######## taint_arbiter ########
==> taint_arbiter/detail.png <==
Bar = 10 um. Region (42, 26) to (82, 66) um. Cells in grey, sequential cells in the stronger grey; small squares are vias.
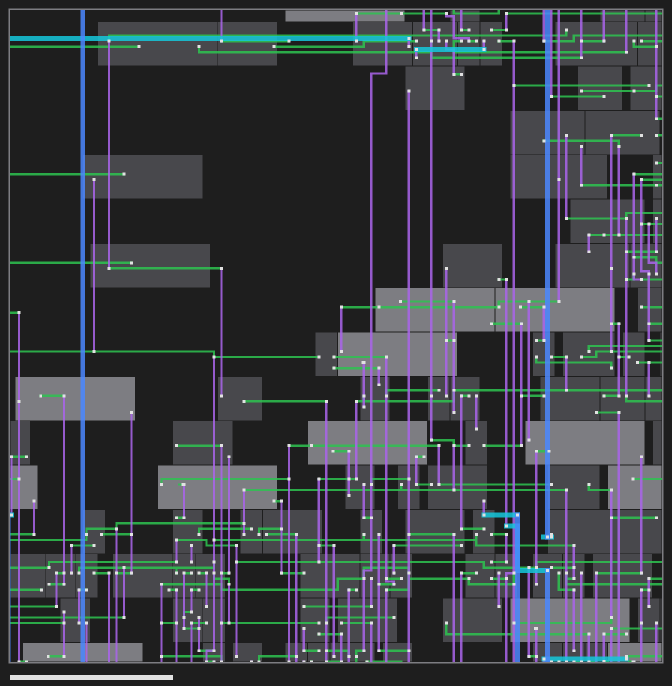

===== config.mk =====
export PLATFORM = sky130hd
export DESIGN_NAME = taint_arbiter
export DESIGN_NICKNAME = d
export VERILOG_FILES = /design/src/rtl/taint_pkg.sv /design/src/rtl/rr_arbiter.sv /design/src/rtl/taint.sv /design/src/rtl/taint_arbiter.sv
export SDC_FILE = /design/constraint.sdc
export NUM_CORES = 1
export LEC_CHECK = 0
export CAP_MARGIN = 20
export CORE_ASPECT_RATIO = 1.25
export CORE_MARGIN = 3
export CORE_UTILIZATION = 35
export CTS_CLUSTER_DIAMETER = 200
export DETAILED_ROUTE_END_ITERATION = 6
export HOLD_SLACK_MARGIN = 0.05
export PLACE_DENSITY = 0.82
export SETUP_SLACK_MARGIN = 0.02
export SKIP_CTS_REPAIR_TIMING = 1
export SYNTH_ARGS = -nofsm -noshare
export SYNTH_HDL_FRONTEND = slang
export SYNTH_HIERARCHICAL = 1
export SYNTH_SLANG_ARGS = --single-unit

===== constraint.sdc =====
create_clock -name clk -period 3.99 [get_ports clk]
set_input_delay 0.798 -clock clk [delete_from_list [all_inputs] [get_ports clk]]
set_output_delay 0.798 -clock clk [all_outputs]
set_load 0.05 [all_outputs]

===== src/rtl/taint_pkg.sv =====
// Shared constants and types for the taint checking path.
// The result register layout is shared by the arbiter and the downstream monitor.
package taint_pkg;

    localparam logic [63:0] TAINT_MASK   = 64'h8000_0000_8000_0000;
    localparam int          TAINT_HI_BIT = 63;
    localparam int          TAINT_LO_BIT = 31;

    // Widest tag needed for the supported requester count (up to 8).
    localparam int TAG_W_MAX = 3;

    typedef struct packed {
        logic [63:0]          data;
        logic [TAG_W_MAX-1:0] tag;
        logic                 tainted;
    } result_t;

    typedef enum logic {
        EMPTY = 1'b0,
        FULL  = 1'b1
    } out_state_e;

endpackage


===== src/rtl/rr_arbiter.sv =====
// Round-robin arbiter: one-hot grant searched upward from a pointer that moves
// past the winner only when the grant is actually taken.
module rr_arbiter #(
    parameter int NREQ = 4
) (
    input  logic            clk,
    input  logic            rst,
    input  logic [NREQ-1:0] req,
    input  logic            advance,
    output logic [NREQ-1:0] grant
);

    localparam int PW = (NREQ > 1) ? $clog2(NREQ) : 1;

    logic [PW-1:0] ptr;
    logic [PW-1:0] gidx;
    logic [PW-1:0] idx;
    logic          found;

    // NOTE: every variable written here gets a default first so no latch is inferred.
    always_comb begin
        grant = '0;
        gidx  = '0;
        idx   = '0;
        found = 1'b0;
        for (int i = 0; i < NREQ; i++) begin
            idx = PW'((int'(ptr) + i) % NREQ);
            if (!found && req[idx]) begin
                found      = 1'b1;
                grant[idx] = 1'b1;
                gidx       = idx;
            end
        end
    end

    // NOTE: sequential state uses non-blocking assignments; reset is synchronous.
    always_ff @(posedge clk) begin
        if (rst) begin
            ptr <= '0;
        end else if (advance && found) begin
            ptr <= (gidx == PW'(NREQ - 1)) ? '0 : gidx + 1'b1;
        end
    end

endmodule


===== src/rtl/taint.sv =====
// Combinational taint checker: marks both operand sign bits when either operand is tainted.
module taint
    import taint_pkg::*;
(
    input  logic [63:0] d,
    output logic [63:0] q
);

    assign q = (d[TAINT_HI_BIT] | d[TAINT_LO_BIT]) ? (d | TAINT_MASK) : d;

endmodule


===== src/rtl/taint_arbiter.sv =====
// Shares one taint checker among NREQ operand requesters with round-robin
// arbitration, a one-deep registered result, and a saturating taint counter/alarm.
module taint_arbiter
    import taint_pkg::*;
#(
    parameter int NREQ  = 4,
    parameter int CNT_W = 16
) (
    input  logic                     clk,
    input  logic                     rst,
    input  logic [NREQ-1:0]          req_valid,
    input  logic [64*NREQ-1:0]       req_data,
    output logic [NREQ-1:0]          req_ready,
    output logic                     out_valid,
    input  logic                     out_ready,
    output logic [63:0]              out_data,
    output logic [$clog2(NREQ)-1:0]  out_tag,
    output logic                     out_tainted,
    output logic [CNT_W-1:0]         taint_cnt,
    output logic                     taint_alarm,
    input  logic                     cnt_clr
);

    localparam int TW = $clog2(NREQ);

    out_state_e      state;
    result_t         res;
    logic [NREQ-1:0] grant;
    logic            can_accept;
    logic            accept;
    logic [63:0]     gdata;
    logic [63:0]     chk_data;
    logic [TW-1:0]   gtag;
    logic            gtainted;
    logic            tag_unused;

    rr_arbiter #(.NREQ(NREQ)) u_rr (
        .clk     (clk),
        .rst     (rst),
        .req     (req_valid),
        .advance (accept),
        .grant   (grant)
    );

    always_comb begin
        gdata = '0;
        gtag  = '0;
        for (int k = 0; k < NREQ; k++) begin
            if (grant[k]) begin
                gdata = req_data[64*k +: 64];
                gtag  = TW'(k);
            end
        end
    end

    taint u_taint (
        .d (gdata),
        .q (chk_data)
    );

    assign gtainted = gdata[TAINT_HI_BIT] | gdata[TAINT_LO_BIT];

    // The result slot frees up in the same cycle the consumer takes it.
    assign can_accept = ~rst & ((state == EMPTY) | out_ready);
    assign req_ready  = grant & {NREQ{can_accept}};
    assign accept     = |(req_valid & req_ready);

    always_ff @(posedge clk) begin
        if (rst) begin
            state       <= EMPTY;
            res         <= '0;
            taint_cnt   <= '0;
            taint_alarm <= 1'b0;
        end else begin
            case (state)
                EMPTY:   if (accept) state <= FULL;
                FULL:    if (out_ready && !accept) state <= EMPTY;
                default: state <= EMPTY;
            endcase

            if (accept) begin
                res <= '{data: chk_data, tag: TAG_W_MAX'(gtag), tainted: gtainted};
            end

            // A clear in the same cycle as a tainted accept drops that event.
            if (cnt_clr) begin
                taint_cnt   <= '0;
                taint_alarm <= 1'b0;
            end else if (accept && gtainted) begin
                taint_alarm <= 1'b1;
                if (taint_cnt != '1) taint_cnt <= taint_cnt + 1'b1;
            end
        end
    end

    assign out_valid   = (state == FULL);
    assign out_data    = res.data;
    assign out_tag     = res.tag[TW-1:0];
    assign out_tainted = res.tainted;
    assign tag_unused  = ^res.tag;

endmodule


######## scan_alu_test_ctrl_flat ########
<file path="src/rtl/scan_alu_test_ctrl_if.sv">
// Vector handshake bundle between a test-vector source and scan_alu_test_ctrl.
// master = vector source, slave = controller.
interface scan_alu_test_ctrl_if #(
  parameter int DATA_W = 4,
  parameter int OP_W   = 3
);
  logic              vec_valid;
  logic              vec_ready;
  logic [DATA_W-1:0] vec_a;
  logic [DATA_W-1:0] vec_b;
  logic [OP_W-1:0]   vec_op;
  logic [DATA_W-1:0] vec_exp_res;
  logic              vec_exp_zero;

  modport master (
    output vec_valid, vec_a, vec_b, vec_op, vec_exp_res, vec_exp_zero,
    input  vec_ready
  );

  modport slave (
    input  vec_valid, vec_a, vec_b, vec_op, vec_exp_res, vec_exp_zero,
    output vec_ready
  );
endinterface

</file>
<file path="src/rtl/scan_alu_test_ctrl.sv">
// Scan-ALU test sequencer: shifts {A,B} MSB first into the ALU scan chain,
// captures and checks the ALU outputs, and keeps saturating pass/fail counters.
module scan_alu_test_ctrl #(
  parameter int DATA_W = 4,
  parameter int OP_W   = 3,
  parameter int CNT_W  = 8
) (
  input  logic                 clk,
  input  logic                 reset,
  scan_alu_test_ctrl_if.slave  vec,
  output logic                 scan_enable,
  output logic                 scan_in,
  output logic [OP_W-1:0]      alu_opcode,
  input  logic [DATA_W-1:0]    alu_result,
  input  logic                 alu_zero,
  input  logic                 clr_cnt,
  output logic                 busy,
  output logic                 res_valid,
  output logic                 res_pass,
  output logic [DATA_W-1:0]    res_value,
  output logic [CNT_W-1:0]     pass_cnt,
  output logic [CNT_W-1:0]     fail_cnt
);

  localparam int CH_LEN = 2 * DATA_W;
  localparam int KW     = $clog2(CH_LEN);

  typedef enum logic [1:0] {
    IDLE    = 2'd0,
    SHIFT   = 2'd1,
    CAPTURE = 2'd2,
    REPORT  = 2'd3
  } state_t;

  state_t            state, state_nxt;
  logic              accept;
  logic [CH_LEN-1:0] pat;
  logic [KW-1:0]     k;
  logic [DATA_W-1:0] exp_res;
  logic              exp_zero;

  assign vec.vec_ready = (state == IDLE);
  assign busy          = (state != IDLE);

  always_ff @(posedge clk or posedge reset) begin
    if (reset) state <= IDLE;
    else       state <= state_nxt;
  end

  always_comb begin
    state_nxt = state;
    accept    = 1'b0;
    unique case (state)
      IDLE: begin
        if (vec.vec_valid) begin
          accept    = 1'b1;
          state_nxt = SHIFT;
        end
      end
      SHIFT:   if (k == KW'(CH_LEN - 1)) state_nxt = CAPTURE;
      CAPTURE: state_nxt = REPORT;
      REPORT:  state_nxt = IDLE;
      default: state_nxt = IDLE;
    endcase
  end

  // scan_in is the registered MSB of the pattern; pat is preloaded one bit ahead,
  // so zeros have filled it by CAPTURE and scan_in drops to 0 there for free.
  always_ff @(posedge clk or posedge reset) begin
    if (reset) begin
      pat         <= '0;
      k           <= '0;
      exp_res     <= '0;
      exp_zero    <= 1'b0;
      alu_opcode  <= '0;
      scan_enable <= 1'b0;
      scan_in     <= 1'b0;
      res_valid   <= 1'b0;
      res_pass    <= 1'b0;
      res_value   <= '0;
    end else begin
      scan_enable <= (state_nxt == SHIFT) || (state_nxt == CAPTURE);
      res_valid   <= (state_nxt == REPORT);
      if (accept) begin
        pat        <= {vec.vec_a, vec.vec_b} << 1;
        scan_in    <= vec.vec_a[DATA_W-1];
        k          <= '0;
        exp_res    <= vec.vec_exp_res;
        exp_zero   <= vec.vec_exp_zero;
        alu_opcode <= vec.vec_op;
      end else if (state == SHIFT) begin
        scan_in <= pat[CH_LEN-1];
        pat     <= pat << 1;
        k       <= k + 1'b1;
      end else if (state == CAPTURE) begin
        res_value <= alu_result;
        res_pass  <= (alu_result == exp_res) && (alu_zero == exp_zero);
      end
    end
  end

  // Clear has priority over a same-cycle increment.
  always_ff @(posedge clk or posedge reset) begin
    if (reset) begin
      pass_cnt <= '0;
      fail_cnt <= '0;
    end else if (clr_cnt) begin
      pass_cnt <= '0;
      fail_cnt <= '0;
    end else if (state == REPORT) begin
      if (res_pass) begin
        if (pass_cnt != '1) pass_cnt <= pass_cnt + 1'b1;
      end else begin
        if (fail_cnt != '1) fail_cnt <= fail_cnt + 1'b1;
      end
    end
  end

endmodule
</file>
<file path="src/flat_wrapper.sv">
// flat-port wrapper written by rule: the top's interface ports become plain ports
module scan_alu_test_ctrl_flat 
#(
  parameter int DATA_W = 4,
  parameter int OP_W   = 3,
  parameter int CNT_W  = 8
)
  (clk, reset, scan_enable, scan_in, alu_opcode, alu_result, alu_zero, clr_cnt, busy, res_valid, res_pass, res_value, pass_cnt, fail_cnt, vec_vec_valid, vec_vec_a, vec_vec_b, vec_vec_op, vec_vec_exp_res, vec_vec_exp_zero, vec_vec_ready);
  scan_alu_test_ctrl_if #(.DATA_W(DATA_W), .OP_W(OP_W)) vec_i ();
  input  logic clk;
  input  logic reset;
  output logic scan_enable;
  output logic scan_in;
  output logic [OP_W-1:0] alu_opcode;
  input  logic [DATA_W-1:0] alu_result;
  input  logic alu_zero;
  input  logic clr_cnt;
  output logic busy;
  output logic res_valid;
  output logic res_pass;
  output logic [DATA_W-1:0] res_value;
  output logic [CNT_W-1:0] pass_cnt;
  output logic [CNT_W-1:0] fail_cnt;
  input wire logic [$bits(vec_i.vec_valid)-1:0] vec_vec_valid;
  input wire logic [$bits(vec_i.vec_a)-1:0] vec_vec_a;
  input wire logic [$bits(vec_i.vec_b)-1:0] vec_vec_b;
  input wire logic [$bits(vec_i.vec_op)-1:0] vec_vec_op;
  input wire logic [$bits(vec_i.vec_exp_res)-1:0] vec_vec_exp_res;
  input wire logic [$bits(vec_i.vec_exp_zero)-1:0] vec_vec_exp_zero;
  output wire logic [$bits(vec_i.vec_ready)-1:0] vec_vec_ready;
  assign vec_i.vec_valid = vec_vec_valid;
  assign vec_i.vec_a = vec_vec_a;
  assign vec_i.vec_b = vec_vec_b;
  assign vec_i.vec_op = vec_vec_op;
  assign vec_i.vec_exp_res = vec_vec_exp_res;
  assign vec_i.vec_exp_zero = vec_vec_exp_zero;
  assign vec_vec_ready = vec_i.vec_ready;
  scan_alu_test_ctrl #(.DATA_W(DATA_W), .OP_W(OP_W), .CNT_W(CNT_W)) u_core (.clk(clk), .reset(reset), .vec(vec_i), .scan_enable(scan_enable), .scan_in(scan_in), .alu_opcode(alu_opcode), .alu_result(alu_result), .alu_zero(alu_zero), .clr_cnt(clr_cnt), .busy(busy), .res_valid(res_valid), .res_pass(res_pass), .res_value(res_value), .pass_cnt(pass_cnt), .fail_cnt(fail_cnt));
endmodule
</file>
<file path="config.mk">
export PLATFORM = sky130hd
export DESIGN_NAME = scan_alu_test_ctrl_flat
export DESIGN_NICKNAME = d
export VERILOG_FILES = /design/src/rtl/scan_alu_test_ctrl_if.sv /design/src/rtl/scan_alu_test_ctrl.sv /design/src/flat_wrapper.sv
export SDC_FILE = /design/constraint.sdc
export NUM_CORES = 1
export LEC_CHECK = 0
export CORE_MARGIN = 2
export CORE_UTILIZATION = 50
export DETAILED_ROUTE_END_ITERATION = 6
export GPL_ROUTABILITY_DRIVEN = 0
export PLACE_DENSITY = 0.93
export SKIP_CTS_REPAIR_TIMING = 1
export SLEW_MARGIN = 20
export SYNTH_ARGS = -nofsm -noshare
export SYNTH_HDL_FRONTEND = slang
export SYNTH_SLANG_ARGS = --single-unit
</file>
<file path="constraint.sdc">
create_clock -name clk -period 5.8 [get_ports clk]
set_clock_uncertainty 0.2 [all_clocks]
set_input_delay 0.58 -clock clk [delete_from_list [all_inputs] [get_ports clk]]
set_output_delay 0.58 -clock clk [all_outputs]
set_load 0.005 [all_outputs]
</file>
######## comparator_3bit ########
## config.mk

```make
export PLATFORM = sky130hd
export DESIGN_NAME = comparator_3bit
export DESIGN_NICKNAME = d
export VERILOG_FILES = /design/src/rtl/comparator_3bit.sv
export SDC_FILE = /design/constraint.sdc
export NUM_CORES = 1
export LEC_CHECK = 0
export CAP_MARGIN = 25
export CELL_PAD_IN_SITES_DETAIL_PLACEMENT = 2
export CELL_PAD_IN_SITES_GLOBAL_PLACEMENT = 2
export CORE_AREA = 4 4 41 43
export CTS_CLUSTER_SIZE = 12
export DETAILED_ROUTE_END_ITERATION = 7
export DIE_AREA = 0 0 45 47
export PLACE_DENSITY = 0.55
export SYNTH_ARGS = -nofsm -noshare
export SYNTH_HDL_FRONTEND = slang
export SYNTH_SLANG_ARGS = --single-unit
```

## constraint.sdc

```tcl
create_clock -name clk -period 0.8 [get_ports clk]
set_clock_uncertainty 0.2 [all_clocks]
set_input_delay 0.16 -clock clk [delete_from_list [all_inputs] [get_ports clk]]
set_output_delay 0.16 -clock clk [all_outputs]
set_load 0.005 [all_outputs]
```

## src/rtl/comparator_3bit.sv

```systemverilog
// Registered unsigned magnitude comparator: one cycle after A and B are sampled,
// exactly one of A_greater / A_equal / A_less is high (all low only under reset).
module comparator_3bit #(
    parameter int WIDTH = 3
) (
    input  logic             clk,
    input  logic             rst,
    input  logic [WIDTH-1:0] A,
    input  logic [WIDTH-1:0] B,
    output logic             A_greater,
    output logic             A_equal,
    output logic             A_less
);

    // Result packed as {greater, equal, less}; operands stay unsigned, no extension.
    function automatic logic [2:0] compare(input logic [WIDTH-1:0] a,
                                           input logic [WIDTH-1:0] b);
        logic [2:0] r;
        r = 3'b000;
        if (a > b)
            r = 3'b100;
        else if (a == b)
            r = 3'b010;
        else
            r = 3'b001;
        return r;
    endfunction

    logic [2:0] flags_p0;

    always_comb begin
        flags_p0 = compare(A, B);
    end

    // Stage p0 -> p1: the only path to the outputs is through these flops.
    always_ff @(posedge clk or posedge rst) begin
        if (rst) begin
            A_greater <= 1'b0;
            A_equal   <= 1'b0;
            A_less    <= 1'b0;
        end else begin
            A_greater <= flags_p0[2];
            A_equal   <= flags_p0[1];
            A_less    <= flags_p0[0];
        end
    end

endmodule

```

==> taint_arbiter/layer_met2.png <==
Bar = 20 um.
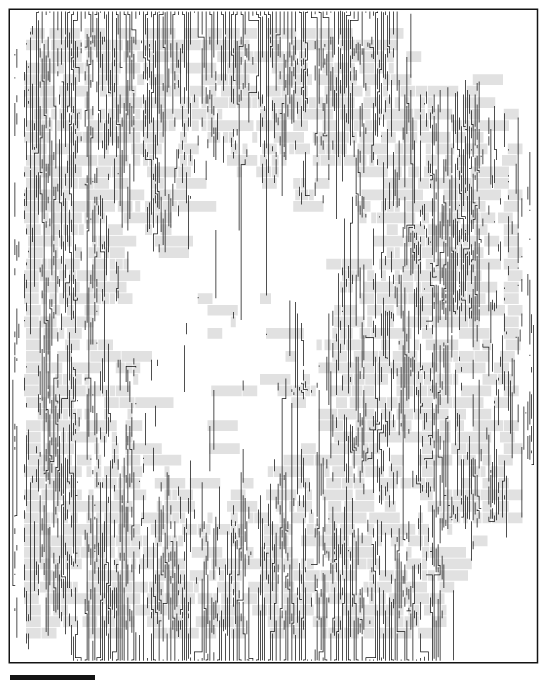
- main direction: vertical
- longest straight run: 48.4 um
- wire length on this layer: 11800 um
via count: 7354
Routed WL: 23600 um
met2 Use GR: 40.7%

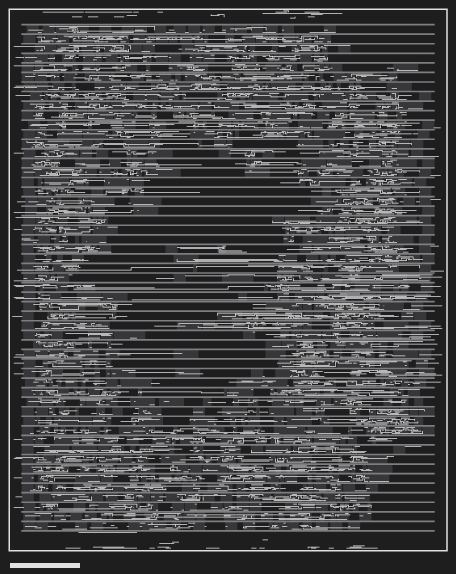
(taint_arbiter/layer_met1.png)
Bar = 20 um. Supply wires on this layer in grey.
- nets with wire on the layer: 1278
- main direction: horizontal
- share of all routed wire: 40%
global routing usage on met1: 27.4%

About taint_arbiter/detail.png:
- blue: metal 4
- green: metal 1
- cyan: metal 3
- purple: metal 2
- cells with their middle in the window: 74
- sequential cells in the window: 8
- netlist names of flops here include: out_data (7), u_rr/ptr (1)
- most frequent: nand2_1 (15), clkdlybuf4s50_1 (15), a21oi_1 (9)

==> results_slide.txt, taint_arbiter <==
Flow Results at a Glance

Clock tree
  – Worst skew pair latency: 350 ps
  – Root Driver: clkbuf_16
  – CTS tree: yes
  – Clock tree buffer depth: 2

Final layout
  – CLK BUF: 9
  – Flop share of the area: 17.4%
  – Post-Layout Cell Count: 1403
  – Max reg flops: 64
  – Register area: about 1700 um2
  – Seq_cells: 87
  – Non-clk invs: 11
  – Final core occ: 58.9%
  – ClkCell Share: 2.98%
  – Top Layout Cells: clkdlybuf4s50_1, nand2_1, a21oi_1

Place
  – Pre-CTS setup slack: -283 ps
  – RePlAce Congestion: roughly 0.87

Power and ir drop
  – Pint: about 3.0 mW
  – Seq pwr: 1.16 mW
  – Power density over cell area: 584 nW/um2
  – Top power group: combinational logic
  – Comb group: 3.83 mW
  – Tot Pwr: 5.84 mW
  – Seq pwr share: 19.9%
  – Clock network power: 842 uW

Setup path
  – Worst Setup EP: req_ready[2]
  – Setup slack, reg-to-reg: 280 ps
  – CP delay by family, top: buffers and inverters
  – Cells along the critical path: clkdlybuf4s50_1 > mux4_2 > nor2b_1 > buf_4 > a22oi_1 > o21ai_4 > buf_4 > and3_4 > buf_12
  – Crit-path slowest cell: clkdlybuf4s50_1
  – Max FO, Critical Path: 9
  – Worst EP required: 3190 ps

Floorplanning
  – Core ar.: 17000 um2
  – Row cnt: 53
  – Well Taps: ~220
  – Die height: 154 um

Detailed routing
  – M1 wire length: 9410 um
  – Met2 WL: 11800 um
  – Via density: 5.24
  – Average wire per standard cell: 16.8 um
  – Top routing layer in use: met4

Synth
  – Yosys Chip Area: 6110 um2
  – Cell Area, Synth: 6110 um2
  – Synth area leaders: dfxtp_1, nand2_1, a21oi_1
  – Yosys warns: 6
  – Primary FF master, synth: dfxtp_1
  – Adder-Cell Fraction of Synth Area: 1.43%
  – Main logic family: AND-OR/OR-AND gates
  – Most numerous cell in the Yosys netlist: nand2_1

Timing
  – Slew Viols, Final: 0
  – Setup Viol. Count Final: 0
  – Hold_ws: approximately 450 ps

GRT
  – Largest net degree at the start of global routing: 126
  – Top Usage Layer GRT: met2
  – First-pass GRT wire length: around 36000 um
  – Gr usage total: a little under a quarter

Hold path
  – Worst hold stages: 2
  – Critical hold path startpoint: out_data[39]$_SDFFE_PP0P_

Outcome
  – Outcome: finished, final reports clean
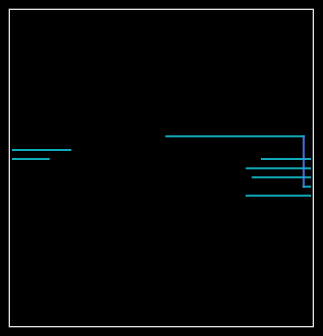
(comparator_3bit/wires.png)
Two of the layers only.
- cyan: metal 3 (wire length 69.7 um)
- blue: metal 4 (wire length 7.50 um)

==> results_slide.txt, comparator_3bit <==
Flow Results at a Glance

Outcome
  – Outcome: complete, but fails checks
  – Violated checks: hold timing, setup timing

Timing
  – Final worst slack: -264 ps
  – Period utilization: 133%
  – Hold_ws: -95.7 ps
  – Setup Viol. Count Final: 5
  – Final Hold Violating Endpoints: 3

Clock tree
  – Clock tree buffer depth: 2
  – Post-CTS resize count: 46

Setup path
  – CP Launch Point: A_equal$_DFF_PP0_
  – Cells along the critical path: buf_2
  – Worst EP required: roughly 440 ps
  – Crit-path max cell delay: 350 ps
  – Max FO, Critical Path: 1
  – WP buf/inv: 1
  – Crit path capture type: output pin

Detailed routing
  – Via density: ~3.8
  – Met2 WL: around 280 um

Final layout
  – Post-Layout Cell Count: 48
  – Seq_cells: 3
  – Biggest regs: A_equal x1, A_greater x1, A_less x1
  – Non-clk bufs: 12
  – Multi-input gates: 10
  – Most used logic cell in the final layout: buf_6
  – Register area: between 70 and 80 um2
  – Post-route cell area: 395 um2

Job
  – Max_cap viols: 0

Place
  – Pre-CTS setup slack: -816 ps
  – Hpwl dp: roughly 380 um
  – DP Cell Count: 43

Power and ir drop
  – Static Leak: approximately 0.18 nW
  – Pint: 472 uW
  – Switching component of the power: 148 uW
  – Tot Pwr: 619 uW

GRT
  – Initial antenna violation count: 0
  – First-pass GRT wire length: 848 um
  – Met3 usage in global routing: 2.68%

Synth
  – Ao+oa area frac: 15.0%
  – Syn nets: 28
  – Top cells by count, synth: inv_1, dfrtp_1, ha_1, a21oi_1
  – Register share after synthesis: 42.9%

Floorplanning
  – Die W: 45 um
  – Core ar.: approximately 1300 um2
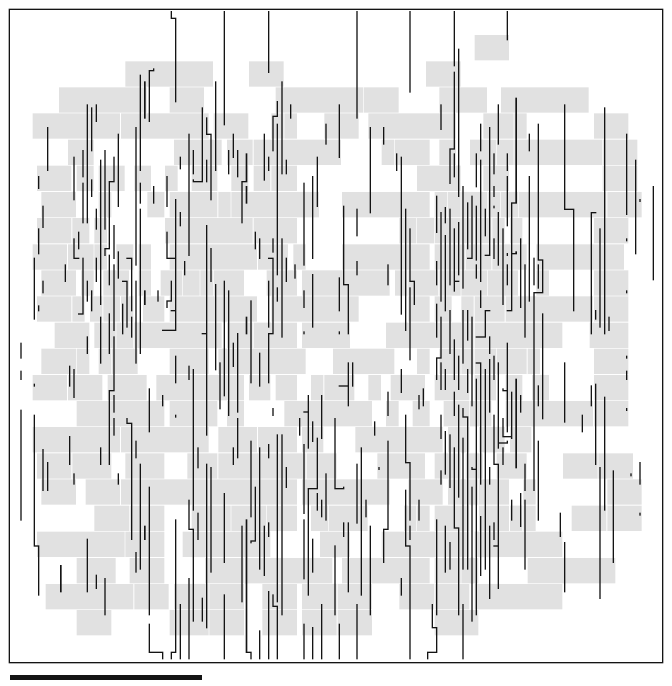
(scan_alu_test_ctrl_flat/layer_met2.png)
Bar = 20 um.
- nets with wire on the layer: 235
- longest straight run: 24.5 um
- share of all routed wire: 50%
- wire length on this layer: 2000 um
met2 Use GR: 34.6%
Routed WL: 3980 um
via count: 1574

==> results_slide.txt, scan_alu_test_ctrl_flat <==
Flow Results at a Glance

Floorplanning
  – Chip area: 4600 um2
  – Well Taps: 50
  – I/O Pins: ~54
  – Row cnt: 23

Place
  – Area after DPL: 2600 um2

GRT
  – Largest net degree at the start of global routing: between 40 and 50
  – Gr usage total: slightly above 20%

Final layout
  – Post-route cell area: 2700 um2
  – Seq_cells: 44

Detailed routing
  – DRC Markers: 0

Synth
  – Most numerous cell in the Yosys netlist: dfrtp_1
  – Post-synthesis mux area share: 8.10%
  – Post-synth regs: 44
  – Cell type with the largest total area: dfrtp_1
  – Yosys stat cell total: 186

Timing
  – Setup Viol. Count Final: 0

Hold path
  – Critical hold path startpoint: u_core.scan_in$_DFFE_PP0P_

Setup path
  – CP delay by family, top: flip-flops
  – Cells along the critical path: nor2_1 > inv_1 > clkdlybuf4s50_1

Outcome
  – Outcome: finished, final reports clean

Power and ir drop
  – Static Leak: 1.11 nW

######## alu_seq ########
==> alu_seq/layer_met1.png <==
Bar = 20 um. Supply wires on this layer in grey.
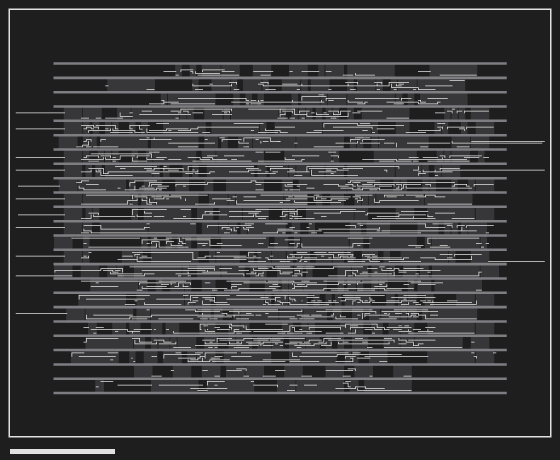

`config.mk`:
```
export PLATFORM = sky130hd
export DESIGN_NAME = alu_seq
export DESIGN_NICKNAME = d
export VERILOG_FILES = /design/src/rtl/alu_seq.sv
export SDC_FILE = /design/constraint.sdc
export NUM_CORES = 1
export LEC_CHECK = 0
export CAP_MARGIN = 20
export CORE_ASPECT_RATIO = 0.75
export CORE_MARGIN = 8
export CORE_UTILIZATION = 53
export CTS_BUF_LIST = sky130_fd_sc_hd__clkbuf_4
export CTS_CLUSTER_SIZE = 24
export DETAILED_ROUTE_END_ITERATION = 8
export HOLD_SLACK_MARGIN = 0.02
export PLACE_DENSITY = 0.82
export SYNTH_ARGS = -nofsm -noshare
export SYNTH_HDL_FRONTEND = slang
export SYNTH_SLANG_ARGS = --single-unit
export TNS_END_PERCENT = 5
```
`constraint.sdc`:
```
create_clock -name clk -period 3.7 [get_ports clk]
set_input_delay 1.11 -clock clk [delete_from_list [all_inputs] [get_ports clk]]
set_output_delay 1.11 -clock clk [all_outputs]
set_load 0.02 [all_outputs]
```
`src/rtl/alu_seq.sv`:
```
// alu_seq: slice-serial ALU. Computes a WIDTH-bit ADD/SUB/AND/OR by running
// one SLICE-bit datapath for N = WIDTH/SLICE cycles, LSB slice first.
// Results and the R/Co/V/Z flags are registered.
//
// Optional feature macro: ALU_SEQ_CHAIN_EN
//   When defined, the carry-in sampled at accept is taken from a stored carry
//   if chain=1. The stored carry holds the Co of the last completed operation
//   and is updated at the DONE handshake. This allows multi-precision adds.
//   When undefined, the carry-in is always Ci and the chain input is ignored.
//
// Ports:
//   clk, rst_n          clock, asynchronous active-low reset
//   in_valid / in_ready request handshake (in_ready high only in IDLE)
//   A, B, S, Ci, chain  operands, op (00 ADD, 01 SUB, 10 AND, 11 OR), carry-in,
//                       chain select; all sampled on the accept edge only
//   out_valid/out_ready result handshake (out_valid high only in DONE)
//   R, Co, V, Z         result, carry out, signed overflow, zero flag
//
// state | meaning
// IDLE  | waiting for in_valid; operands captured on accept
// RUN   | processing slice k each cycle, k = 0 .. N-1
// DONE  | result and flags held until out_ready
module alu_seq #(
  parameter int WIDTH = 16,
  parameter int SLICE = 2
) (
  input  logic             clk,
  input  logic             rst_n,
  input  logic             in_valid,
  output logic             in_ready,
  input  logic [WIDTH-1:0] A,
  input  logic [WIDTH-1:0] B,
  input  logic [1:0]       S,
  input  logic             Ci,
  input  logic             chain,
  output logic             out_valid,
  input  logic             out_ready,
  output logic [WIDTH-1:0] R,
  output logic             Co,
  output logic             V,
  output logic             Z
);

  localparam int N  = WIDTH / SLICE;
  localparam int KW = (N > 1) ? $clog2(N) : 1;
  localparam logic [KW-1:0] K_LAST = KW'(N - 1);

  typedef enum logic [1:0] {IDLE, RUN, DONE} state_t;
  state_t state, state_nxt;

  logic [WIDTH-1:0] a_q, b_q, r_q;
  logic [1:0]       s_q;
  logic             c_q;
  logic [KW-1:0]    k_q;
  logic             co_q, v_q, z_q;
  logic             carry_in;

  logic [31:0]      shamt;
  logic [SLICE-1:0] a_sl, b_sl, b_eff, res_sl;
  logic [SLICE:0]   sum_sl;
  logic             c_out_sl, c_msb_sl, arith, last;
  logic [WIDTH-1:0] r_new;

`ifdef ALU_SEQ_CHAIN_EN
  logic carry_st_q;

  assign carry_in = chain ? carry_st_q : Ci;

  // Co is already 0 for AND/OR, so a logic completion clears the stored carry.
  always_ff @(posedge clk or negedge rst_n) begin
    if (!rst_n) begin
      carry_st_q <= 1'b0;
    end else if (state == DONE && out_ready) begin
      carry_st_q <= co_q;
    end
  end
`else
  logic unused_chain;

  assign carry_in     = Ci;
  assign unused_chain = chain;
`endif

  // Slice datapath: select slice k of the captured operands.
  always_comb begin
    shamt    = 32'(k_q) * 32'(SLICE);
    arith    = ~s_q[1];
    last     = (k_q == K_LAST);
    a_sl     = SLICE'(a_q >> shamt);
    b_sl     = SLICE'(b_q >> shamt);
    b_eff    = s_q[0] ? ~b_sl : b_sl;
    sum_sl   = {1'b0, a_sl} + {1'b0, b_eff} + {{SLICE{1'b0}}, c_q};
    c_out_sl = sum_sl[SLICE];
    // Carry into the slice MSB, recovered from its sum bit; on the final
    // slice this is the carry into the word MSB used for V.
    c_msb_sl = a_sl[SLICE-1] ^ b_eff[SLICE-1] ^ sum_sl[SLICE-1];
    if (arith) begin
      res_sl = sum_sl[SLICE-1:0];
    end else if (s_q[0]) begin
      res_sl = a_sl | b_sl;
    end else begin
      res_sl = a_sl & b_sl;
    end
    r_new = (r_q & ~(WIDTH'({SLICE{1'b1}}) << shamt)) | (WIDTH'(res_sl) << shamt);
  end

  always_ff @(posedge clk or negedge rst_n) begin
    if (!rst_n) begin
      state <= IDLE;
    end else begin
      state <= state_nxt;
    end
  end

  always_comb begin
    state_nxt = state;
    case (state)
      IDLE:    if (in_valid)  state_nxt = RUN;
      RUN:     if (last)      state_nxt = DONE;
      DONE:    if (out_ready) state_nxt = IDLE;
      default:                state_nxt = IDLE;
    endcase
  end

  always_comb begin
    in_ready  = (state == IDLE);
    out_valid = (state == DONE);
  end

  always_ff @(posedge clk or negedge rst_n) begin
    if (!rst_n) begin
      a_q  <= '0;
      b_q  <= '0;
      s_q  <= '0;
      c_q  <= 1'b0;
      r_q  <= '0;
      k_q  <= '0;
      co_q <= 1'b0;
      v_q  <= 1'b0;
      z_q  <= 1'b0;
    end else begin
      case (state)
        IDLE: begin
          if (in_valid) begin
            a_q <= A;
            b_q <= B;
            s_q <= S;
            c_q <= carry_in;
            r_q <= '0;
            k_q <= '0;
          end
        end
        RUN: begin
          r_q <= r_new;
          c_q <= arith & c_out_sl;
          if (last) begin
            k_q  <= '0;
            co_q <= arith & c_out_sl;
            v_q  <= arith & (c_msb_sl ^ c_out_sl);
            z_q  <= ~|r_new;
          end else begin
            k_q <= k_q + KW'(1);
          end
        end
        default: ;
      endcase
    end
  end

  assign R  = r_q;
  assign Co = co_q;
  assign V  = v_q;
  assign Z  = z_q;

endmodule

```
######## instruction_fetch_unit_flat ########
### src/rtl/instruction_fetch_unit_if.sv
// Instruction-memory read port between the fetch unit (master) and the
// instruction memory (slave); a request completes in any cycle with memReq && memReady.
interface instruction_fetch_unit_if #(
  parameter int ADDR_WIDTH = 16,
  parameter int DATA_WIDTH = 16
);
  logic                  memReq;
  logic [ADDR_WIDTH-1:0] memAddr;
  logic [DATA_WIDTH-1:0] memRdata;
  logic                  memReady;

  modport master (output memReq, output memAddr, input memRdata, input memReady);
  modport slave  (input memReq, input memAddr, output memRdata, output memReady);
endinterface

### src/rtl/instruction_fetch_unit.sv
// Instruction fetch unit: owns the PC, reads words from instruction memory and strobes them into the IR.
// Optional feature FETCH_TIMEOUT_EN: halts with a sticky fetchErr when memory stalls too long.
module instruction_fetch_unit #(
  parameter int ADDR_WIDTH     = 16,
  parameter int DATA_WIDTH     = 16,
  parameter int RESET_PC       = 0,
  parameter int TIMEOUT_CYCLES = 15
) (
  input  logic                   CLK,
  input  logic                   reset,
  instruction_fetch_unit_if.master mem,
  output logic [DATA_WIDTH-1:0]  instruction,
  output logic                   irWrite,
  input  logic                   advance,
  input  logic                   branchTaken,
  input  logic [ADDR_WIDTH-1:0]  branchTarget,
  output logic [ADDR_WIDTH-1:0]  pcOut,
  output logic [15:0]            fetchCount,
  output logic                   fetchErr
);

  typedef enum logic [2:0] {
    S_IDLE  = 3'd0,
    S_REQ   = 3'd1,
    S_WRITE = 3'd2,
    S_EXEC  = 3'd3,
    S_HALT  = 3'd4
  } state_t;

  state_t                state_r;
  logic [ADDR_WIDTH-1:0] pc_r;
  logic                  mem_req_r;
  logic                  ir_write_r;
  logic [DATA_WIDTH-1:0] instr_r;
  logic [15:0]           fetch_cnt_r;
  logic                  adv_pend_r;
  logic                  br_pend_r;
  logic [ADDR_WIDTH-1:0] tgt_pend_r;
  logic                  take_s;
  logic [ADDR_WIDTH-1:0] tgt_s;

  if (TIMEOUT_CYCLES < 1) begin : g_bad_timeout
    $error("TIMEOUT_CYCLES must be at least 1");
  end

`ifdef FETCH_TIMEOUT_EN
  localparam int TW = (TIMEOUT_CYCLES < 32) ? 5 : $clog2(TIMEOUT_CYCLES + 1);
  logic [TW-1:0] to_cnt_r;
  logic          err_r;
  assign fetchErr = err_r;
`else
  assign fetchErr = 1'b0;
`endif

  // Branch decision: an advance captured during S_WRITE uses the branch inputs seen with it.
  always_comb begin
    take_s = 1'b0;
    tgt_s  = '0;
    if (adv_pend_r) begin
      take_s = br_pend_r;
      tgt_s  = tgt_pend_r;
    end else begin
      take_s = branchTaken;
      tgt_s  = branchTarget;
    end
  end

  // Fetch sequencer with registered memory-request and IR-strobe outputs.
  always_ff @(posedge CLK) begin
    if (!reset) begin
      state_r     <= S_IDLE;
      pc_r        <= ADDR_WIDTH'(RESET_PC);
      mem_req_r   <= 1'b0;
      ir_write_r  <= 1'b0;
      instr_r     <= '0;
      fetch_cnt_r <= 16'd0;
      adv_pend_r  <= 1'b0;
      br_pend_r   <= 1'b0;
      tgt_pend_r  <= '0;
`ifdef FETCH_TIMEOUT_EN
      to_cnt_r    <= '0;
      err_r       <= 1'b0;
`endif
    end else begin
      ir_write_r <= 1'b0;
      adv_pend_r <= 1'b0;
      case (state_r)
        S_IDLE: begin
          state_r   <= S_REQ;
          mem_req_r <= 1'b1;
`ifdef FETCH_TIMEOUT_EN
          to_cnt_r  <= '0;
`endif
        end
        S_REQ: begin
          if (mem.memReady) begin
            instr_r    <= mem.memRdata;
            ir_write_r <= 1'b1;
            mem_req_r  <= 1'b0;
            state_r    <= S_WRITE;
          end
`ifdef FETCH_TIMEOUT_EN
          // A ready on the last allowed cycle is handled above, so it wins over the timeout.
          else if (to_cnt_r == TW'(TIMEOUT_CYCLES - 1)) begin
            mem_req_r <= 1'b0;
            err_r     <= 1'b1;
            state_r   <= S_HALT;
          end else begin
            to_cnt_r <= to_cnt_r + {{(TW-1){1'b0}}, 1'b1};
          end
`else
          else begin
            mem_req_r <= 1'b1;
          end
`endif
        end
        S_WRITE: begin
          pc_r        <= pc_r + {{(ADDR_WIDTH-1){1'b0}}, 1'b1};
          fetch_cnt_r <= fetch_cnt_r + 16'd1;
          adv_pend_r  <= advance;
          br_pend_r   <= branchTaken;
          tgt_pend_r  <= branchTarget;
          state_r     <= S_EXEC;
        end
        S_EXEC: begin
          if (adv_pend_r || advance) begin
            if (take_s) begin
              pc_r <= tgt_s;
            end else begin
              pc_r <= pc_r;
            end
            mem_req_r <= 1'b1;
            state_r   <= S_REQ;
`ifdef FETCH_TIMEOUT_EN
            to_cnt_r  <= '0;
`endif
          end else begin
            state_r <= S_EXEC;
          end
        end
        S_HALT: begin
          mem_req_r <= 1'b0;
          state_r   <= S_HALT;
        end
        default: begin
          mem_req_r <= 1'b0;
          state_r   <= S_IDLE;
        end
      endcase
    end
  end

  assign mem.memReq  = mem_req_r;
  assign mem.memAddr = pc_r;
  assign instruction = instr_r;
  assign irWrite     = ir_write_r;
  assign pcOut       = pc_r;
  assign fetchCount  = fetch_cnt_r;

endmodule
### src/flat_wrapper.sv
// flat-port wrapper written by rule: the top's interface ports become plain ports
module instruction_fetch_unit_flat 
#(
  parameter int ADDR_WIDTH     = 16,
  parameter int DATA_WIDTH     = 16,
  parameter int RESET_PC       = 0,
  parameter int TIMEOUT_CYCLES = 15
)
  (CLK, reset, instruction, irWrite, advance, branchTaken, branchTarget, pcOut, fetchCount, fetchErr, mem_memReq, mem_memAddr, mem_memRdata, mem_memReady);
  instruction_fetch_unit_if #(.ADDR_WIDTH(ADDR_WIDTH), .DATA_WIDTH(DATA_WIDTH)) mem_i ();
  input  logic CLK;
  input  logic reset;
  output logic [DATA_WIDTH-1:0] instruction;
  output logic irWrite;
  input  logic advance;
  input  logic branchTaken;
  input  logic [ADDR_WIDTH-1:0] branchTarget;
  output logic [ADDR_WIDTH-1:0] pcOut;
  output logic [15:0] fetchCount;
  output logic fetchErr;
  output wire logic [$bits(mem_i.memReq)-1:0] mem_memReq;
  output wire logic [$bits(mem_i.memAddr)-1:0] mem_memAddr;
  input wire logic [$bits(mem_i.memRdata)-1:0] mem_memRdata;
  input wire logic [$bits(mem_i.memReady)-1:0] mem_memReady;
  assign mem_memReq = mem_i.memReq;
  assign mem_memAddr = mem_i.memAddr;
  assign mem_i.memRdata = mem_memRdata;
  assign mem_i.memReady = mem_memReady;
  instruction_fetch_unit #(.ADDR_WIDTH(ADDR_WIDTH), .DATA_WIDTH(DATA_WIDTH), .RESET_PC(RESET_PC), .TIMEOUT_CYCLES(TIMEOUT_CYCLES)) u_core (.CLK(CLK), .reset(reset), .mem(mem_i), .instruction(instruction), .irWrite(irWrite), .advance(advance), .branchTaken(branchTaken), .branchTarget(branchTarget), .pcOut(pcOut), .fetchCount(fetchCount), .fetchErr(fetchErr));
endmodule
### config.mk
export PLATFORM = sky130hd
export DESIGN_NAME = instruction_fetch_unit_flat
export DESIGN_NICKNAME = d
export VERILOG_FILES = /design/src/rtl/instruction_fetch_unit_if.sv /design/src/rtl/instruction_fetch_unit.sv /design/src/flat_wrapper.sv
export SDC_FILE = /design/constraint.sdc
export NUM_CORES = 1
export LEC_CHECK = 0
export ABC_AREA = 1
export CORE_MARGIN = 5
export CORE_UTILIZATION = 50
export CTS_BUF_LIST = sky130_fd_sc_hd__clkbuf_2 sky130_fd_sc_hd__clkbuf_4 sky130_fd_sc_hd__clkbuf_8
export CTS_CLUSTER_DIAMETER = 100
export CTS_CLUSTER_SIZE = 8
export DETAILED_ROUTE_END_ITERATION = 10
export GPL_ROUTABILITY_DRIVEN = 0
export PLACE_DENSITY_LB_ADDON = 0.25
export SYNTH_ARGS = -nofsm -noshare
export SYNTH_HDL_FRONTEND = slang
export SYNTH_SLANG_ARGS = --single-unit
### constraint.sdc
create_clock -name CLK -period 1.8 [get_ports CLK]
set_input_delay 0.36 -clock CLK [delete_from_list [all_inputs] [get_ports CLK]]
set_output_delay 0.36 -clock CLK [all_outputs]
set_load 0.1 [all_outputs]
==> instruction_fetch_unit_flat/layer_met2.png <==
Bar = 20 um.
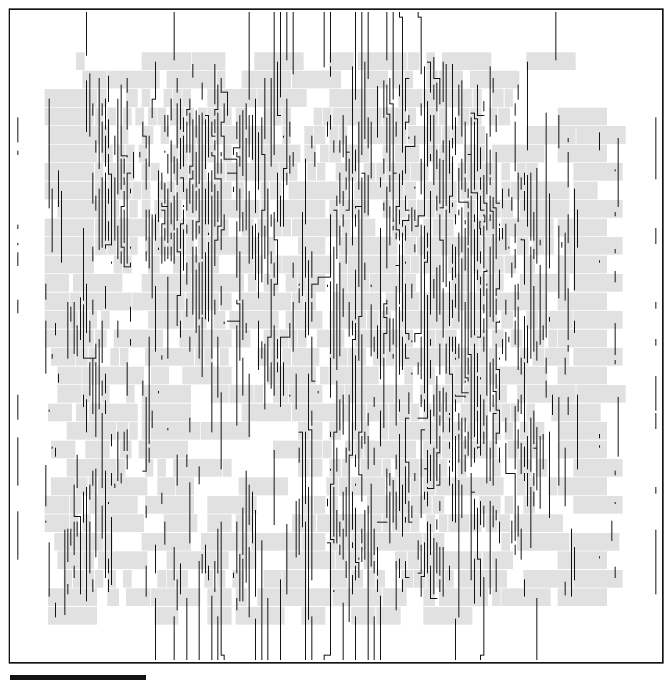
- nets with wire on the layer: 565
- longest straight run: 33.0 um
- share of all routed wire: 49%
via count: 3909
Routed WL: 10000 um
met2 Use GR: 37.5%

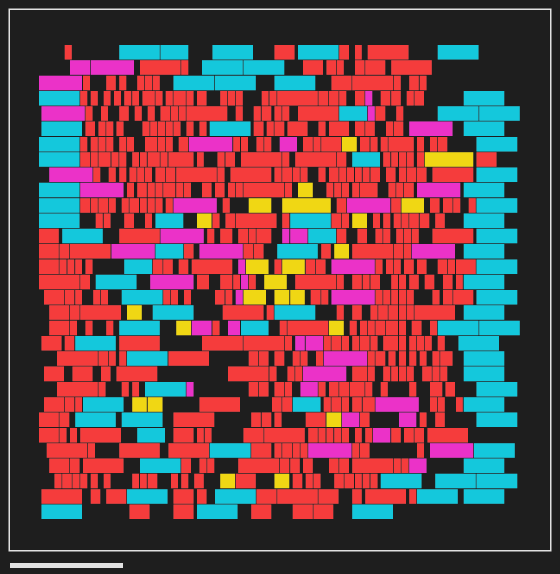
(instruction_fetch_unit_flat/sizes.png)
Bar = 20 um.
- yellow: _3 and _4 cells (cells 23; share 3.5%; most used buf_4)
- magenta: _2 cells (cells 41; share 6.3%; most used dfxtp_2)
- red: _0 and _1 cells (cells 506; share 78%; most used nand2_1)
- cyan: _6 and larger (cells 78; share 12%; most used buf_12)
Syn-to-layout area delta: 51.2%
Non-clk bufs: 115

==> results_slide.txt, instruction_fetch_unit_flat <==
Flow Results at a Glance

Outcome
  – Outcome: finished, final reports clean

Setup path
  – CP delay by family, top: simple AND/OR/NAND/NOR gates
  – Worst Setup EP: u_core.mem.memAddr[12]$_SDFFE_PN0P_
  – Critical path depth: 7
  – WP buf/inv: 0
  – Crit Reg-Reg Startpoint: u_core.mem.memAddr[0]$_SDFFE_PN0P_
  – WP data arrival: 1920 ps

Floorplanning
  – Well Taps: 99
  – Row cnt: 31
  – Chip area: 9200 um2
  – Core ar.: 7210 um2

Detailed routing
  – Top routing layer in use: met4
  – DRT antenna net count: 0
  – Met3 wire length: between 1000 and 1500 um
  – Drt pass-1 iters: 5
  – DR iter-0 viols: 236

Power and ir drop
  – Comb group: 1.51 mW
  – Tot Pwr: 4.48 mW
  – Pint: 2.81 mW
  – Max VDD drop: 630 uV
  – Switching share of total power: ~37%
  – Clock network power: 1.16 mW

Timing
  – Max Clock Skew: 6.85 ps
  – Minimum clock period: 1640 ps
  – Setup Viol. Count Final: 0
  – Period utilization: between 90% and 100%

Hold path
  – Hold EP: u_core.tgt_pend_r[8]$_SDFFE_PN0N_
  – Worst hold stages: 2

Synth
  – XOR Share, Synth: less than 1%
  – Cell Area, Synth: 3690 um2
  – Post-synth EDFFs: 0
  – Fraction of registers with async set or reset after synthesis: 0%
  – Ao+oa area frac: 18.8%
  – Basic Gates by Area: 29.3%
  – Cell type with the largest total area: dfxtp_1

Final layout
  – Post-Layout Cell Count: 747
  – MI comb area: 1830 um2
  – ClkCell Share: 3.09%
  – Top cell category: multi-input combinational cells
  – Final core occ: 77.4%
  – Multi-input gates: 395
  – Final #Nets: 683
  – Most used logic cell in the final layout: nand2_1
  – Top Layout Cells: nand2_1, nor2_1, buf_12
  – Share of layout cells above drive strength 1: a little over a fifth
  – Fill count: 525
  – NonClk Buf Share: ~32%

GRT
  – Largest net degree at the start of global routing: 26
  – Aggregate global routing overflow: 0
  – Vias in the first global route: 3718
  – Gr usage total: 22.5%

Clock tree
  – Root Driver: clkbuf_8
  – Worst skew pair latency: 350 ps
  – Num Clock Sinks: 71
  – Clock tree buffer depth: 2

Place
  – Pre-CTS setup slack: 45.1 ps
  – Hpwl dp: between 7000 and 8000 um
  – Buffers on Ports: between 100 and 150
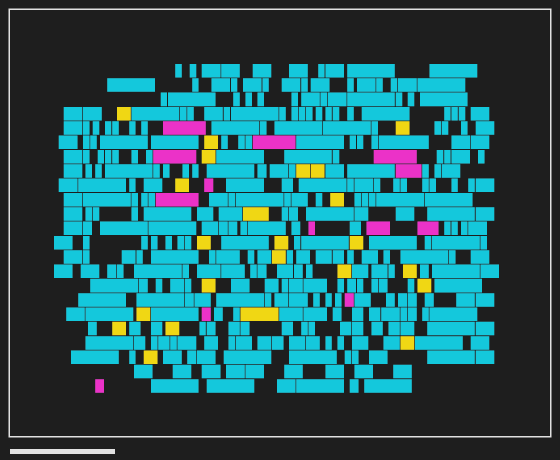
(alu_seq/sizes.png)
Bar = 20 um.
- cyan: _0 and _1 cells (cells 348; share 91%; most used nand2_1)
- yellow: _3 and _4 cells (cells 23; share 6.0%; most used clkbuf_4)
- magenta: _2 cells (cells 13; share 3.4%; most used mux4_2)

Notes on alu_seq/layer_met1.png above:
- main direction: horizontal
- wire length on this layer: 3340 um
- longest straight run: 23.9 um
- share of all routed wire: 45%
- nets with wire on the layer: 384
Routed WL: 7450 um
global routing usage on met1: 25.6%
via count: 2505

==> results_slide.txt, alu_seq <==
Flow Results at a Glance

Outcome
  – Outcome: finished, final reports clean

Power and ir drop
  – Seq pwr: 1.15 mW
  – Comb group: 2.14 mW

Synth
  – Cell Area, Synth: about 3000 um2
  – Cell type with the largest total area: dfrtp_1
  – Yosys stat cell total: 318
  – Post-synth regs: 59
  – Adder-Cell Fraction of Synth Area: under 10%
  – Yosys Chip Area: 2980 um2

Final layout
  – NonClk Buf Share: 17.6%
  – Share of layout cells above drive strength 1: 9.38%
  – Register area: 1480 um2
  – Most used logic cell in the final layout: nand2_1

Floorplanning
  – Initial Util: a little under three fifths
  – Die W: around 100 um

Place
  – Buffers on Ports: 59

Detailed routing
  – Average wire per standard cell: 16.2 um
  – Via density: 5.46

Setup path
  – Most used cell, CP: fa_1
  – RR Endpoint: Z$_DFFE_PN0P_

Hold path
  – Critical hold path startpoint: a_q[15]$_DFFE_PN0P_

Job
  – Max_cap viols: 0

GRT
  – Vias in the first global route: 2467
  – Met3 usage in global routing: under 10%

Clock tree
  – Hold buffer count at CTS: 0


==> screenshots <==
Track usage over the die.
image #1
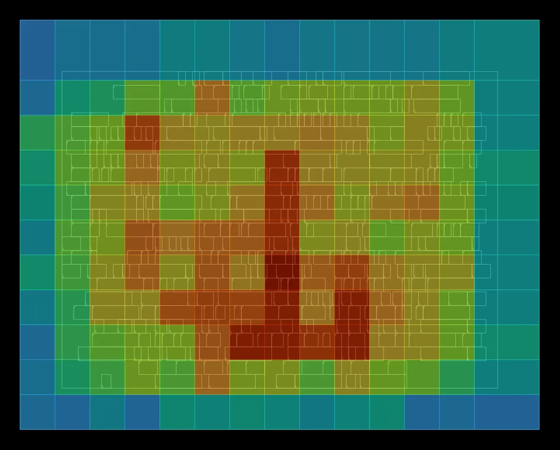
image #2
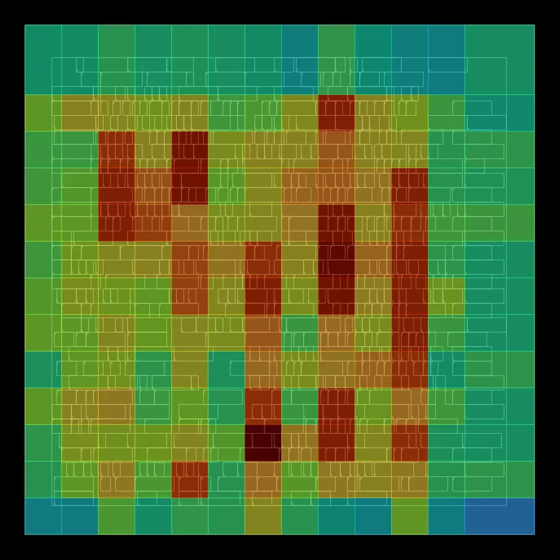
image #3
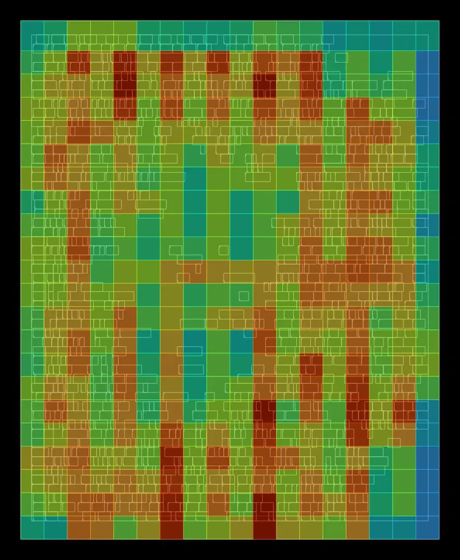
image #4
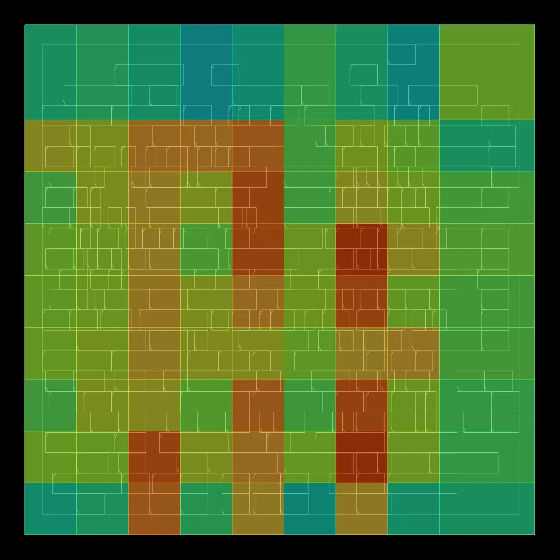
- image #2 = instruction_fetch_unit_flat
- image #3 = taint_arbiter
- image #1 = alu_seq
- image #4 = scan_alu_test_ctrl_flat
Of these, lowest utilization: image #3

Power figures rest on the tool's default switching activity, not on a simulated workload.
